######## design 1 ########
design_1/layer_met3.png
(1 px per µm)
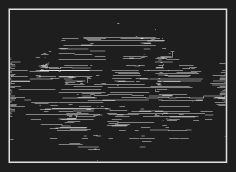

===== config.mk =====
export PLATFORM = sky130hd
export DESIGN_NAME = mult_div_unit
export DESIGN_NICKNAME = d
export VERILOG_FILES = /design/src/rtl/mult_div_unit.sv
export SDC_FILE = /design/constraint.sdc
export NUM_CORES = 1
export LEC_CHECK = 0
export CORE_ASPECT_RATIO = 0.7
export CORE_UTILIZATION = 35
export CTS_BUF_LIST = sky130_fd_sc_hd__clkbuf_16
export DETAILED_ROUTE_END_ITERATION = 10
export SLEW_MARGIN = 20
export SYNTH_ARGS = -nofsm -noshare
export SYNTH_HDL_FRONTEND = slang
export SYNTH_SLANG_ARGS = --single-unit

===== constraint.sdc =====
create_clock -name Clk -period 5.5 [get_ports Clk]
set_clock_uncertainty 0.05 [all_clocks]
set_input_delay 1.1 -clock Clk [delete_from_list [all_inputs] [get_ports Clk]]
set_output_delay 1.1 -clock Clk [all_outputs]
set_load 0.02 [all_outputs]

===== src/rtl/mult_div_unit.sv =====
// Multicycle shift-add multiplier and restoring divider producing the HI/LO pair.
// Define MULTDIV_DIVIDE_EN to build the divider; without it DIV/DIVU complete as illegal.
module mult_div_unit #(
  parameter int WIDTH = 32
) (
  input  logic             Clk,
  input  logic             reset,
  input  logic             start,
  input  logic [1:0]       op,
  input  logic [WIDTH-1:0] A,
  input  logic [WIDTH-1:0] B,
  input  logic             hi_we,
  input  logic             lo_we,
  output logic             busy,
  output logic             done,
  output logic             div_zero,
  output logic             illegal,
  output logic [WIDTH-1:0] HI,
  output logic [WIDTH-1:0] LO
);
  // state  | meaning
  // IDLE   | waiting for start; MTHI/MTLO writes accepted
  // RUN    | one multiply/divide iteration per cycle
  // FINISH | sign fix-up, commit HI/LO and flags, pulse done
  typedef enum logic [1:0] {IDLE, RUN, FINISH} state_t;

  localparam int CW = (WIDTH > 1) ? $clog2(WIDTH) : 1;

  state_t             state, state_nxt;
  logic [CW-1:0]      cnt;
  logic [2*WIDTH-1:0] acc;
  logic [WIDTH-1:0]   mcand;
  logic               neg_lo, fin_dz, fin_ill;
  logic               a_neg, b_neg;
  logic [WIDTH-1:0]   a_mag, b_mag;
  logic [WIDTH:0]     mul_sum;
  logic [2*WIDTH-1:0] mul_res;

  assign a_neg = ~op[0] & A[WIDTH-1];
  assign b_neg = ~op[0] & B[WIDTH-1];
  assign a_mag = a_neg ? -A : A;
  assign b_mag = b_neg ? -B : B;

  // acc = {partial product, remaining multiplier bits}; add then shift right
  assign mul_sum = {1'b0, acc[2*WIDTH-1:WIDTH]} + (acc[0] ? {1'b0, mcand} : '0);
  assign mul_res = neg_lo ? -acc : acc;

`ifdef MULTDIV_DIVIDE_EN
  logic [WIDTH-1:0] rem;
  logic             fin_div, neg_hi;
  logic [WIDTH:0]   div_shift;
  logic [WIDTH-1:0] div_diff;
  logic             div_ge;
  logic [WIDTH-1:0] quot, remd;

  // acc low half holds the dividend shifting out MSB first while quotient bits shift in
  assign div_shift = {rem, acc[WIDTH-1]};
  assign div_ge    = div_shift >= {1'b0, mcand};
  assign div_diff  = div_shift[WIDTH-1:0] - mcand;
  assign quot      = neg_lo ? -acc[WIDTH-1:0] : acc[WIDTH-1:0];
  assign remd      = neg_hi ? -rem : rem;
`endif

  assign busy = (state != IDLE);

  always_ff @(posedge Clk) begin
    if (reset) state <= IDLE;
    else       state <= state_nxt;
  end

  always_comb begin
    state_nxt = state;
    case (state)
      IDLE: begin
        if (start) begin
`ifdef MULTDIV_DIVIDE_EN
          if (op[1] && (B == '0)) state_nxt = FINISH;
          else                    state_nxt = RUN;
`else
          if (op[1]) state_nxt = FINISH;
          else       state_nxt = RUN;
`endif
        end
      end
      RUN:     if (cnt == CW'(WIDTH-1)) state_nxt = FINISH;
      FINISH:  state_nxt = IDLE;
      default: state_nxt = IDLE;
    endcase
  end

  always_ff @(posedge Clk) begin
    if (reset) begin
      cnt      <= '0;
      acc      <= '0;
      mcand    <= '0;
      neg_lo   <= 1'b0;
      fin_dz   <= 1'b0;
      fin_ill  <= 1'b0;
      HI       <= '0;
      LO       <= '0;
      done     <= 1'b0;
      div_zero <= 1'b0;
      illegal  <= 1'b0;
`ifdef MULTDIV_DIVIDE_EN
      rem      <= '0;
      fin_div  <= 1'b0;
      neg_hi   <= 1'b0;
`endif
    end else begin
      done <= 1'b0;
      case (state)
        IDLE: begin
          if (start) begin
            cnt    <= '0;
            neg_lo <= a_neg ^ b_neg;
`ifdef MULTDIV_DIVIDE_EN
            fin_dz  <= op[1] & (B == '0);
            fin_ill <= 1'b0;
            fin_div <= op[1];
            neg_hi  <= a_neg;
            rem     <= '0;
            if (op[1]) begin
              acc   <= {{WIDTH{1'b0}}, a_mag};
              mcand <= b_mag;
            end else begin
              acc   <= {{WIDTH{1'b0}}, b_mag};
              mcand <= a_mag;
            end
`else
            fin_dz  <= 1'b0;
            fin_ill <= op[1];
            acc     <= {{WIDTH{1'b0}}, b_mag};
            mcand   <= a_mag;
`endif
          end else begin
            if (hi_we) HI <= A;
            if (lo_we) LO <= A;
          end
        end
        RUN: begin
          cnt <= cnt + CW'(1);
`ifdef MULTDIV_DIVIDE_EN
          if (fin_div) begin
            rem             <= div_ge ? div_diff : div_shift[WIDTH-1:0];
            acc[WIDTH-1:0]  <= {acc[WIDTH-2:0], div_ge};
          end else begin
            acc <= {mul_sum, acc[WIDTH-1:1]};
          end
`else
          acc <= {mul_sum, acc[WIDTH-1:1]};
`endif
        end
        FINISH: begin
          done     <= 1'b1;
          div_zero <= fin_dz;
          illegal  <= fin_ill;
`ifdef MULTDIV_DIVIDE_EN
          if (!fin_dz) begin
            if (fin_div) begin
              HI <= remd;
              LO <= quot;
            end else begin
              HI <= mul_res[2*WIDTH-1:WIDTH];
              LO <= mul_res[WIDTH-1:0];
            end
          end
`else
          if (!fin_ill) begin
            HI <= mul_res[2*WIDTH-1:WIDTH];
            LO <= mul_res[WIDTH-1:0];
          end
`endif
        end
        default: ;
      endcase
    end
  end
endmodule


######## design 2 ########
$ cat src/rtl/riscv_ctrl_pkg.sv
// Shared definitions for the multi-cycle RV32I controller.
//   - FSM state codes (4-bit)
//   - supported opcode constants
//   - alu_control codes and the alu_op modes understood by alu_decoder
//   - alu_src_a, alu_src_b, result_src and imm_src encodings
package riscv_ctrl_pkg;

  // FSM states
  localparam logic [3:0] S_FETCH    = 4'd0;
  localparam logic [3:0] S_DECODE   = 4'd1;
  localparam logic [3:0] S_MEMADR   = 4'd2;
  localparam logic [3:0] S_MEMREAD  = 4'd3;
  localparam logic [3:0] S_MEMWB    = 4'd4;
  localparam logic [3:0] S_MEMWRITE = 4'd5;
  localparam logic [3:0] S_EXECUTER = 4'd6;
  localparam logic [3:0] S_EXECUTEI = 4'd7;
  localparam logic [3:0] S_ALUWB    = 4'd8;
  localparam logic [3:0] S_JAL      = 4'd9;
  localparam logic [3:0] S_BEQ      = 4'd10;
  localparam logic [3:0] S_ILLEGAL  = 4'd11;

  // Supported opcodes
  localparam logic [6:0] OP_LW   = 7'b0000011;
  localparam logic [6:0] OP_SW   = 7'b0100011;
  localparam logic [6:0] OP_R    = 7'b0110011;
  localparam logic [6:0] OP_ADDI = 7'b0010011;
  localparam logic [6:0] OP_BEQ  = 7'b1100011;
  localparam logic [6:0] OP_JAL  = 7'b1101111;

  // ALU operation codes
  localparam logic [2:0] ALU_ADD = 3'b000;
  localparam logic [2:0] ALU_SUB = 3'b001;
  localparam logic [2:0] ALU_AND = 3'b010;
  localparam logic [2:0] ALU_OR  = 3'b011;
  localparam logic [2:0] ALU_SLT = 3'b101;

  // alu_decoder modes
  localparam logic [1:0] ALU_OP_ADD = 2'b00;
  localparam logic [1:0] ALU_OP_SUB = 2'b01;
  localparam logic [1:0] ALU_OP_R   = 2'b10;

  // ALU A operand select
  localparam logic [1:0] SRC_A_PC     = 2'b00;
  localparam logic [1:0] SRC_A_OLD_PC = 2'b01;
  localparam logic [1:0] SRC_A_RS1    = 2'b10;

  // ALU B operand select
  localparam logic [1:0] SRC_B_RS2  = 2'b00;
  localparam logic [1:0] SRC_B_IMM  = 2'b01;
  localparam logic [1:0] SRC_B_FOUR = 2'b10;

  // Result bus select
  localparam logic [1:0] RES_ALU_OUT  = 2'b00;
  localparam logic [1:0] RES_MEM_DATA = 2'b01;
  localparam logic [1:0] RES_ALU      = 2'b10;

  // Immediate formats
  localparam logic [1:0] IMM_I = 2'b00;
  localparam logic [1:0] IMM_S = 2'b01;
  localparam logic [1:0] IMM_B = 2'b10;
  localparam logic [1:0] IMM_J = 2'b11;

endpackage

$ cat src/rtl/multicycle_controller_alu_decoder.sv
// ALU operation decoder.
//   alu_op      in  2  00 = add, 01 = sub, 10 = decode from funct3/funct7
//   funct3      in  3  instruction bits [14:12]
//   op5         in  1  opcode bit 5 (1 for R-type, 0 for immediate forms)
//   funct7_5    in  1  instruction bit 30
//   alu_control out 3  ALU operation code
module alu_decoder
  import riscv_ctrl_pkg::*;
(
  input  logic [1:0] alu_op,
  input  logic [2:0] funct3,
  input  logic       op5,
  input  logic       funct7_5,
  output logic [2:0] alu_control
);

  always_comb begin
    alu_control = ALU_ADD;
    case (alu_op)
      ALU_OP_ADD: alu_control = ALU_ADD;
      ALU_OP_SUB: alu_control = ALU_SUB;
      ALU_OP_R: begin
        case (funct3)
          // Bit 30 selects sub only for register-register forms; an
          // immediate add reuses that bit as part of the immediate.
          3'b000:  alu_control = (op5 && funct7_5) ? ALU_SUB : ALU_ADD;
          3'b010:  alu_control = ALU_SLT;
          3'b110:  alu_control = ALU_OR;
          3'b111:  alu_control = ALU_AND;
          default: alu_control = ALU_ADD;
        endcase
      end
      default: alu_control = ALU_ADD;
    endcase
  end

endmodule

$ cat src/rtl/multicycle_controller.sv
// Multi-cycle RV32I controller: sequences fetch, decode, execute, memory and
// writeback over one shared ALU and a unified instruction/data memory.
// Ports:
//   clk, rst                 clock, synchronous active-high reset
//   opcode, funct3, funct7_5 fields from the instruction register
//   zero                     ALU zero flag (branch condition)
//   mem_ready                memory finished the current request this cycle
//   mem_req, mem_write       memory request and write strobe
//   adr_src                  memory address: 0 = PC, 1 = ALUOut
//   ir_write, pc_write       IR/old-PC load, PC load
//   reg_write                register file write enable
//   alu_src_a, alu_src_b     ALU operand selects
//   result_src               result bus select
//   imm_src                  immediate format
//   alu_control              ALU operation
//   illegal                  high while parked on an unsupported opcode
//   cycle_cnt, instret_cnt   cycle and retired-instruction counters
//
// Memory handshake: a transfer completes in a cycle where mem_req and
// mem_ready are both 1. mem_req and the address/write selects stay stable
// until that cycle; mem_ready is ignored whenever mem_req is 0.
module multicycle_controller
  import riscv_ctrl_pkg::*;
(
  input  logic        clk,
  input  logic        rst,
  input  logic [6:0]  opcode,
  input  logic [2:0]  funct3,
  input  logic        funct7_5,
  input  logic        zero,
  input  logic        mem_ready,
  output logic        mem_req,
  output logic        mem_write,
  output logic        adr_src,
  output logic        ir_write,
  output logic        pc_write,
  output logic        reg_write,
  output logic [1:0]  alu_src_a,
  output logic [1:0]  alu_src_b,
  output logic [1:0]  result_src,
  output logic [1:0]  imm_src,
  output logic [2:0]  alu_control,
  output logic        illegal,
  output logic [31:0] cycle_cnt,
  output logic [31:0] instret_cnt
);

  logic [3:0] state;
  logic [3:0] next_state;
  logic [1:0] alu_op;

  // Unqualified strobes; reset masks them below.
  logic mem_req_raw;
  logic mem_write_raw;
  logic ir_write_raw;
  logic pc_write_raw;
  logic reg_write_raw;

  always_ff @(posedge clk) begin
    if (rst) state <= S_FETCH;
    else     state <= next_state;
  end

  always_comb begin
    next_state = state;
    case (state)
      S_FETCH:    next_state = mem_ready ? S_DECODE : S_FETCH;
      S_DECODE: begin
        case (opcode)
          OP_LW, OP_SW: next_state = S_MEMADR;
          OP_R:         next_state = S_EXECUTER;
          OP_ADDI:      next_state = S_EXECUTEI;
          OP_JAL:       next_state = S_JAL;
          OP_BEQ:       next_state = S_BEQ;
          default:      next_state = S_ILLEGAL;
        endcase
      end
      S_MEMADR:   next_state = (opcode == OP_SW) ? S_MEMWRITE : S_MEMREAD;
      S_MEMREAD:  next_state = mem_ready ? S_MEMWB : S_MEMREAD;
      S_MEMWB:    next_state = S_FETCH;
      S_MEMWRITE: next_state = mem_ready ? S_FETCH : S_MEMWRITE;
      S_EXECUTER: next_state = S_ALUWB;
      S_EXECUTEI: next_state = S_ALUWB;
      S_ALUWB:    next_state = S_FETCH;
      S_JAL:      next_state = S_ALUWB;
      S_BEQ:      next_state = S_FETCH;
      S_ILLEGAL:  next_state = S_ILLEGAL;
      default:    next_state = S_FETCH;
    endcase
  end

  always_comb begin
    mem_req_raw   = 1'b0;
    mem_write_raw = 1'b0;
    ir_write_raw  = 1'b0;
    pc_write_raw  = 1'b0;
    reg_write_raw = 1'b0;
    adr_src       = 1'b0;
    alu_src_a     = SRC_A_PC;
    alu_src_b     = SRC_B_RS2;
    result_src    = RES_ALU_OUT;
    alu_op        = ALU_OP_ADD;
    case (state)
      S_FETCH: begin
        mem_req_raw  = 1'b1;
        alu_src_a    = SRC_A_PC;
        alu_src_b    = SRC_B_FOUR;
        result_src   = RES_ALU;
        // IR and PC may only load in the cycle the fetch completes.
        ir_write_raw = mem_ready;
        pc_write_raw = mem_ready;
      end
      S_DECODE: begin
        // Speculatively compute old PC + imm as the branch/jump target.
        alu_src_a = SRC_A_OLD_PC;
        alu_src_b = SRC_B_IMM;
      end
      S_MEMADR: begin
        alu_src_a = SRC_A_RS1;
        alu_src_b = SRC_B_IMM;
      end
      S_MEMREAD: begin
        mem_req_raw = 1'b1;
        adr_src     = 1'b1;
      end
      S_MEMWB: begin
        result_src    = RES_MEM_DATA;
        reg_write_raw = 1'b1;
      end
      S_MEMWRITE: begin
        mem_req_raw   = 1'b1;
        mem_write_raw = 1'b1;
        adr_src       = 1'b1;
      end
      S_EXECUTER: begin
        alu_src_a = SRC_A_RS1;
        alu_src_b = SRC_B_RS2;
        alu_op    = ALU_OP_R;
      end
      S_EXECUTEI: begin
        alu_src_a = SRC_A_RS1;
        alu_src_b = SRC_B_IMM;
        alu_op    = ALU_OP_R;
      end
      S_ALUWB: begin
        result_src    = RES_ALU_OUT;
        reg_write_raw = 1'b1;
      end
      S_JAL: begin
        // ALU forms the link value old PC + 4 while ALUOut (target from
        // DECODE) is steered onto the result bus into the PC.
        alu_src_a    = SRC_A_OLD_PC;
        alu_src_b    = SRC_B_FOUR;
        result_src   = RES_ALU_OUT;
        pc_write_raw = 1'b1;
      end
      S_BEQ: begin
        alu_src_a    = SRC_A_RS1;
        alu_src_b    = SRC_B_RS2;
        alu_op       = ALU_OP_SUB;
        result_src   = RES_ALU_OUT;
        pc_write_raw = zero;
      end
      default: begin
      end
    endcase
  end

  assign mem_req   = mem_req_raw   & ~rst;
  assign mem_write = mem_write_raw & ~rst;
  assign ir_write  = ir_write_raw  & ~rst;
  assign pc_write  = pc_write_raw  & ~rst;
  assign reg_write = reg_write_raw & ~rst;

  assign illegal = (state == S_ILLEGAL);

  always_comb begin
    case (opcode)
      OP_SW:   imm_src = IMM_S;
      OP_BEQ:  imm_src = IMM_B;
      OP_JAL:  imm_src = IMM_J;
      default: imm_src = IMM_I;
    endcase
  end

  alu_decoder u_alu_decoder (
    .alu_op      (alu_op),
    .funct3      (funct3),
    .op5         (opcode[5]),
    .funct7_5    (funct7_5),
    .alu_control (alu_control)
  );

  // An instruction retires when the FSM re-enters FETCH from another state;
  // a fetch stall (FETCH -> FETCH) is not a retirement.
  always_ff @(posedge clk) begin
    if (rst) begin
      cycle_cnt   <= 32'd0;
      instret_cnt <= 32'd0;
    end else begin
      cycle_cnt <= cycle_cnt + 32'd1;
      if (next_state == S_FETCH && state != S_FETCH)
        instret_cnt <= instret_cnt + 32'd1;
    end
  end

endmodule

$ cat config.mk
export PLATFORM = sky130hd
export DESIGN_NAME = multicycle_controller
export DESIGN_NICKNAME = d
export VERILOG_FILES = /design/src/rtl/riscv_ctrl_pkg.sv /design/src/rtl/multicycle_controller_alu_decoder.sv /design/src/rtl/multicycle_controller.sv
export SDC_FILE = /design/constraint.sdc
export NUM_CORES = 1
export LEC_CHECK = 0
export CORE_UTILIZATION = 49
export DETAILED_ROUTE_END_ITERATION = 12
export MAX_ROUTING_LAYER = met4
export PLACE_DENSITY = 0.84
export SLEW_MARGIN = 15
export SYNTH_ARGS = -nofsm -noshare
export SYNTH_HDL_FRONTEND = slang
export SYNTH_SLANG_ARGS = --single-unit
$ cat constraint.sdc
create_clock -name clk -period 2.9 [get_ports clk]
set_input_delay 0.435 -clock clk [delete_from_list [all_inputs] [get_ports clk]]
set_output_delay 0.435 -clock clk [all_outputs]
set_load 0.05 [all_outputs]
design_1/sizes.png
(2 px per µm)
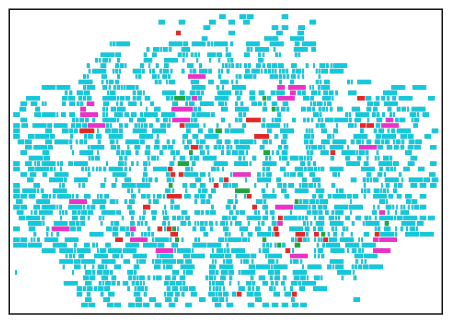
colour	size	cells
red	_3 and _4 cells	34
magenta	_6 and larger	28
green	_2 cells	17
cyan	_0 and _1 cells	1,472

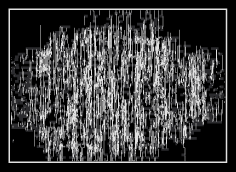
design_1/layer_met2.png
(1 px per µm) Cells faint in the background.
nets with wire on the layer	1,313
main direction	vertical
wire length on this layer	16,700 µm

## Picture notes: design_1/layer_met3.png
share of all routed wire	10%
wire length on this layer	4,310 µm

==> job_summary.md, design 1 <==
### Flow metrics

| Metric | Value |
|---|---|
| FF-to-FF path depth | 12 |
| DIE WIDTH | 215.7 µm |
| Clk latency late pin | 0.47 ns |
| Post-CTS setup buffers | 0 |
| GR met2 Demand/Resource | 0.3622 |
| Reg clk slew, reported paths | 0.07 ns |
| Layout buffer count excluding clock buffers | 156 |
| Placed cell area | 12,870 µm² |
| Io pins | 139 |
| Global routing usage on met1 | 0.4046 |
| Basic Gates by Area | 0.2285 |
| Main area contributors | dfxtp_1, nor2_1, xor2_1 |
| Non-Filler Instances | 1,972 |
| TritonRoute pass-1 iters | 8 |
| CLK BUF | 17 |
| Largest register FFs | 64 |
| Largest class | multi-input combinational cells |
| CP bufs+invs | 1 |
| Logic pwr share | 0.228 |
| Setup TNS | 0 ns |
| Largest register by flop count | acc |
| Outcome | completed |
| Layout non-clock buf frac | 0.1124 |
| Cell Chain, Critical Path | clkdlybuf4s50_1 -> or4_1 -> or4_1 -> or2_2 -> nor4_1 -> a21oi_1 -> xnor2_1 -> a211oi_1 |
| Comb. pwr | 784 µW |
| Worst EP arrival | 4.41 ns |
| Post-layout net count | 1,647 |
| Total grt overflow | 0 |
| FP Core Util | 0.3577 |
| Hold path start | mcand[31] |
| Clk buf depth | 2 |
| Tightest Pin Transition | 1.271 ns |
| Count leader, synth | nor2_1 |
| R2R setup slack | 1.48 ns |
| Root Driver | clkbuf_16 |
| Share of post-route cells with drive strength above 1 | 0.05093 |
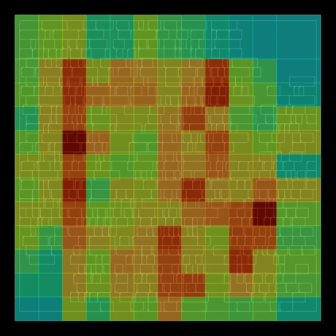
design_2/congestion.png
GRT Overall Usage: 0.2544
global routing usage on met1: 0.2935

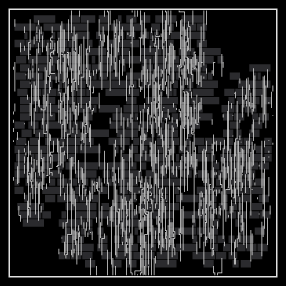
design_2/layer_met2.png
(3 px per µm) Cells faint in the background.
longest straight run	32.3 µm
wire length on this layer	4,710 µm
main direction	vertical
share of all routed wire	50%
nets with wire on the layer	506

==> job_summary.md, design 2 <==
### Flow metrics

| Metric | Value |
|---|---|
| Logic pwr share | 0.346 |
| Total grt overflow | 0 |
| Synth logic family | simple AND/OR/NAND/NOR gates |
| Psw | 1026 µW |
| Seq share, synth | 0.3698 |
| WHS | 0.5132 ns |
| Outcome | completed |
| Static leakage | 0.001735 µW |
| Slowest cell on crit path | clkdlybuf4s50_1 |
| Area growth syn-to-layout | 36.00% |
| Reg2reg start | state[1] |
| Most frequent logic cell in the layout | clkdlybuf4s50_1 |
| R2R setup slack | 0.33 ns |
| Combinational share of cell area | 0.4374 |
| Placed cell area | 4800 µm² |
| HPWL Detailed | 6954 µm |
| Antenna Violating Nets Remaining | 0 |
| Multiplexer share | 0.02991 |
| PD cells | 553.9 nW/µm² |
| Cell Type Count | 50 |
| Die Area | 7863 µm² |
| Core Area | 7253 µm² |
| Largest net degree at the start of global routing | 68 |
| CTS Hold Bufs | 0 |
| FF-to-FF path depth | 6 |
| CLK BUF | 10 |
| Total Wirelength | 9482 µm |
| Non-Filler Instances | 656 |
| Final-report hold violation count | 0 |
| Clk buf depth | 2 |
| Reg clk slew, reported paths | 0.08 ns |
| Clock group | 780 µW |
| Largest stage delay, worst path | 0.82 ns |
| Storage element area | 1364 µm² |
| Layout buffer count excluding clock buffers | 112 |
| Slew Limit Fails | 0 |
| Logic area | 2190 µm² |
| WL met3 | 616 µm |
| Total CTS buffers | 9 |
| Max Fclk | 0.3712 GHz |
| Max-slew headroom | 0.4422 |
| Count leader, synth | dfxtp_1 |
| Setup TNS | 0 ns |
| Xor+xnor area frac | 0.08804 |
| Post-DR wirelength/cell | 14.45 µm |
| Pint | 1747 µW |
| Flop+latch power | 1030 µW |
| Clock power frac | 0.281 |
| Fraction of area in registers | 0.2724 |
| Fillcell total | 586 |
| DRT iter0 DRCs | 166 |
| Net count after synthesis | 468 |
| Tightest Pin Transition | 0.8291 ns |
| Port Buf Inserts | 96 |
| Reg power frac | 0.373 |
| Largest class | multi-input combinational cells |
| Setup CP Type | flip-flop to primary output |
| First-pass GRT wire length | 15,210 µm |
| Cell Chain, Critical Path | nor2b_1 -> mux2i_1 -> nor3_1 -> clkdlybuf4s50_1 |
| Met3 Usage GRT | 0.06250 |
| Vias | 3,665 |
| Max Cap Viol | 0 |
| Basic Gates by Area | 0.3678 |
| ANT cells | 0 |

==> layout pictures side by side <==
Gate-type map.
(a)
(2 px per µm)
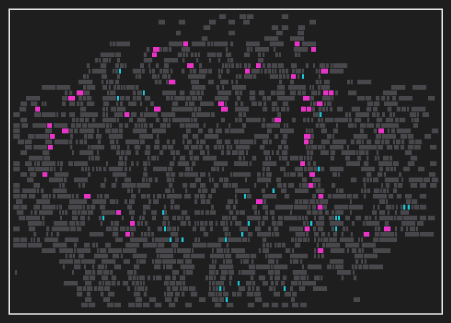
(b)
(6 px per µm)
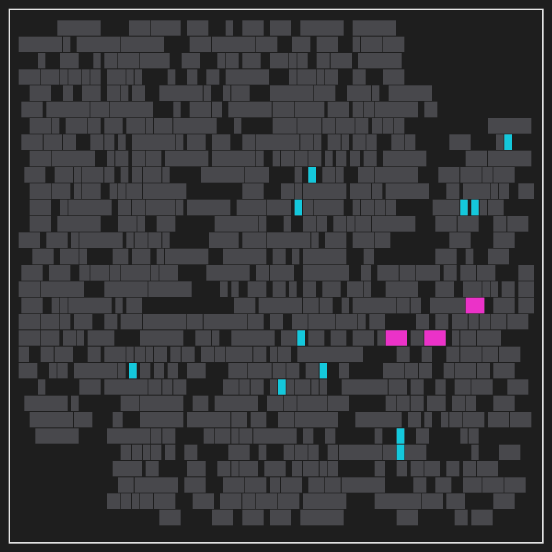
design 2 -> (b)
design 1 -> (a)
Of these, most cells: (a)
Of these, largest die: (a)


######## design 3 ########
design_3/logic_types.png
(6 px per µm)
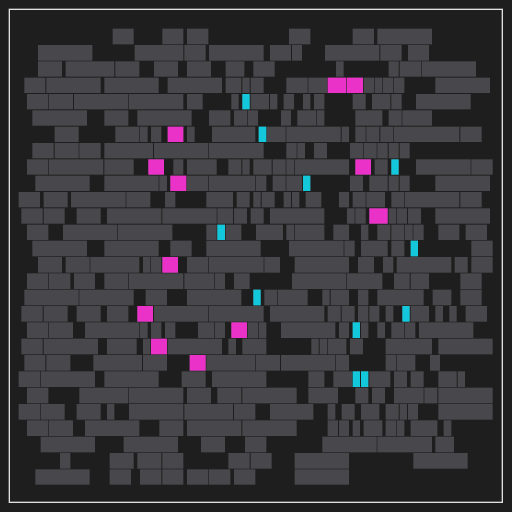
design_3/sizes.png
(6 px per µm)
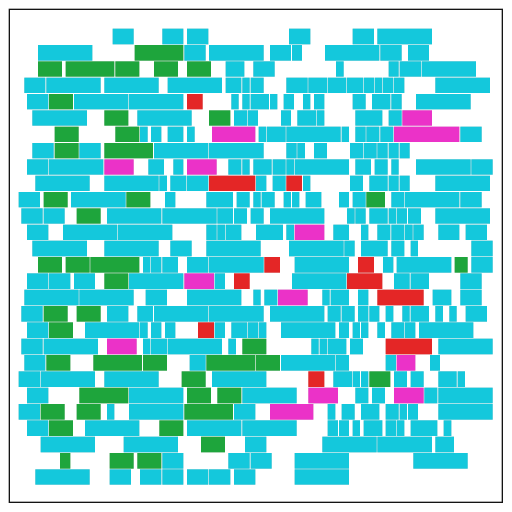
design_3/layer_met2.png
(3 px per µm) Cells faint in the background.
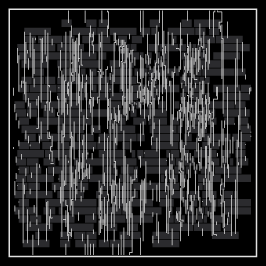
`src/rtl/frame_uart_sequencer.sv`:
```
// Streams one buffered frame out over a byte-wide UART: a two-byte sync header,
// then every 32-bit buffer word MSB first, with a holdoff gap between bytes.
module frame_uart_sequencer #(
    parameter int          COLS         = 40,
    parameter int          ROWS         = 30,
    parameter int          HOLDOFF_BITS = 13,
    parameter logic [7:0]  SYNC0        = 8'hFF,
    parameter logic [7:0]  SYNC1        = 8'h00
) (
    input  logic        clk12,
    input  logic        areset_n,
    input  logic        start,
    input  logic        abort,
    input  logic        frame_done,
    output logic [5:0]  read_x,
    output logic [4:0]  read_y,
    input  logic [31:0] read_q,
    input  logic        uart_busy,
    output logic        uart_wr,
    output logic [7:0]  uart_dat,
    output logic        busy,
    output logic        done
);

    typedef enum logic [2:0] {
        IDLE, WAIT_FRAME, HEADER, FETCH, LATCH, SEND, DONE
    } state_e;

    localparam logic [5:0] X_LAST = 6'(COLS - 1);
    localparam logic [4:0] Y_LAST = 5'(ROWS - 1);

    state_e                  state_q, state_d;
    logic [5:0]              x_q, x_d;
    logic [4:0]              y_q, y_d;
    logic [1:0]              idx_q, idx_d;
    logic [31:0]             word_q, word_d;
    logic [HOLDOFF_BITS-1:0] hold_q, hold_d;
    logic                    wr_q, wr_d;
    logic [7:0]              dat_q, dat_d;
    logic                    busy_q, busy_d;
    logic                    done_q, done_d;

    logic can_send, kill, more_words;

    assign can_send   = (&hold_q) && !uart_busy && !wr_q;
    assign kill       = abort && (state_q != IDLE);
    assign more_words = (x_q < X_LAST) || (y_q < Y_LAST);

    always_ff @(posedge clk12 or negedge areset_n) begin
        if (!areset_n) begin
            state_q <= IDLE;
            x_q     <= '0;
            y_q     <= '0;
            idx_q   <= '0;
            word_q  <= '0;
            hold_q  <= '0;
            wr_q    <= 1'b0;
            dat_q   <= '0;
            busy_q  <= 1'b0;
            done_q  <= 1'b0;
        end else begin
            state_q <= state_d;
            x_q     <= x_d;
            y_q     <= y_d;
            idx_q   <= idx_d;
            word_q  <= word_d;
            hold_q  <= hold_d;
            wr_q    <= wr_d;
            dat_q   <= dat_d;
            busy_q  <= busy_d;
            done_q  <= done_d;
        end
    end

    always_comb begin
        state_d = state_q;
        case (state_q)
            IDLE:       if (start) state_d = WAIT_FRAME;
            WAIT_FRAME: if (frame_done) state_d = HEADER;
            HEADER:     if (can_send && idx_q == 2'd1) state_d = FETCH;
            FETCH:      state_d = LATCH;
            LATCH:      state_d = SEND;
            SEND:       if (can_send && idx_q == 2'd3) state_d = more_words ? FETCH : DONE;
            DONE:       state_d = IDLE;
            default:    state_d = IDLE;
        endcase
        if (kill) state_d = IDLE;
    end

    always_comb begin
        x_d    = x_q;
        y_d    = y_q;
        idx_d  = idx_q;
        word_d = word_q;
        wr_d   = 1'b0;
        dat_d  = dat_q;
        busy_d = (state_d != IDLE);
        done_d = (state_d == DONE);

        // Gap counter restarts on every strobe and while the UART is busy.
        hold_d = hold_q;
        if (uart_busy || wr_q) hold_d = '0;
        else if (!(&hold_q))   hold_d = hold_q + HOLDOFF_BITS'(1);

        if (!kill) begin
            case (state_q)
                IDLE: if (start) begin
                    x_d   = '0;
                    y_d   = '0;
                    idx_d = '0;
                end
                HEADER: if (can_send) begin
                    wr_d  = 1'b1;
                    dat_d = idx_q[0] ? SYNC1 : SYNC0;
                    idx_d = idx_q + 2'd1;
                end
                LATCH: begin
                    word_d = read_q;
                    idx_d  = '0;
                end
                SEND: if (can_send) begin
                    wr_d  = 1'b1;
                    dat_d = word_q[{~idx_q, 3'b000} +: 8];
                    idx_d = idx_q + 2'd1;
                    if (idx_q == 2'd3) begin
                        if (x_q < X_LAST) begin
                            x_d = x_q + 6'd1;
                        end else if (y_q < Y_LAST) begin
                            x_d = '0;
                            y_d = y_q + 5'd1;
                        end
                    end
                end
                default: ;
            endcase
        end
    end

    assign read_x   = x_q;
    assign read_y   = y_q;
    assign uart_wr  = wr_q;
    assign uart_dat = dat_q;
    assign busy     = busy_q;
    assign done     = done_q;

endmodule

```
`config.mk`:
```
export PLATFORM = sky130hd
export DESIGN_NAME = frame_uart_sequencer
export DESIGN_NICKNAME = d
export VERILOG_FILES = /design/src/rtl/frame_uart_sequencer.sv
export SDC_FILE = /design/constraint.sdc
export NUM_CORES = 1
export LEC_CHECK = 0
export CAP_MARGIN = 20
export CORE_UTILIZATION = 55
export CTS_BUF_LIST = sky130_fd_sc_hd__clkbuf_8
export DETAILED_ROUTE_END_ITERATION = 12
export PLACE_DENSITY = 0.81
export SYNTH_ARGS = -nofsm -noshare
export SYNTH_HDL_FRONTEND = slang
export SYNTH_SLANG_ARGS = --single-unit
```
`constraint.sdc`:
```
create_clock -name clk12 -period 2.7 [get_ports clk12]
set_input_delay 0.54 -clock clk12 [delete_from_list [all_inputs] [get_ports clk12]]
set_output_delay 0.54 -clock clk12 [all_outputs]
set_load 0.02 [all_outputs]
```
==> job_summary.md <==
### Flow metrics

| Metric | Value |
|---|---|
| Non-Filler Instances | 450 |
| Flop+latch power | 1440 µW |
| Yosys warnings | 0 |
| Post-DR wirelength/cell | 15.48 µm |
| CLK BUF | 9 |
| Largest power group | sequential cells |
| Vias in the first global route | 2,623 |
| Fillcell total | 442 |
| CTS tree | yes |
| Final core utilization | 0.7311 |
| Worst Clk Skew | 0.008809 ns |
| Post-CTS sizing | 0 |
| Pwr Total | 2825 µW |
| Initial antenna violation count | 0 |
| Outcome | completed |
| Cell Chain, Critical Path | clkdlybuf4s50_1 -> or3b_1 -> nor4_4 -> buf_4 -> a21oi_1 -> nor2_1 -> a31oi_1 |
| Seq share, synth | 0.5128 |
Notes on design_3/logic_types.png above:
colour	family	cells
cyan	inverters	11
magenta	AND-OR and OR-AND gates	12

Notes on design_3/sizes.png above:
colour	size	cells
cyan	_0 and _1 cells	306
magenta	_6 and larger	13
green	_2 cells	45
red	_3 and _4 cells	11

Notes on design_3/layer_met2.png above:
wire length on this layer	3,530 µm
longest straight run	35.7 µm
nets with wire on the layer	369
share of all routed wire	51%
main direction	vertical


No activity file was given, so power comes from the tool's default toggle rates.
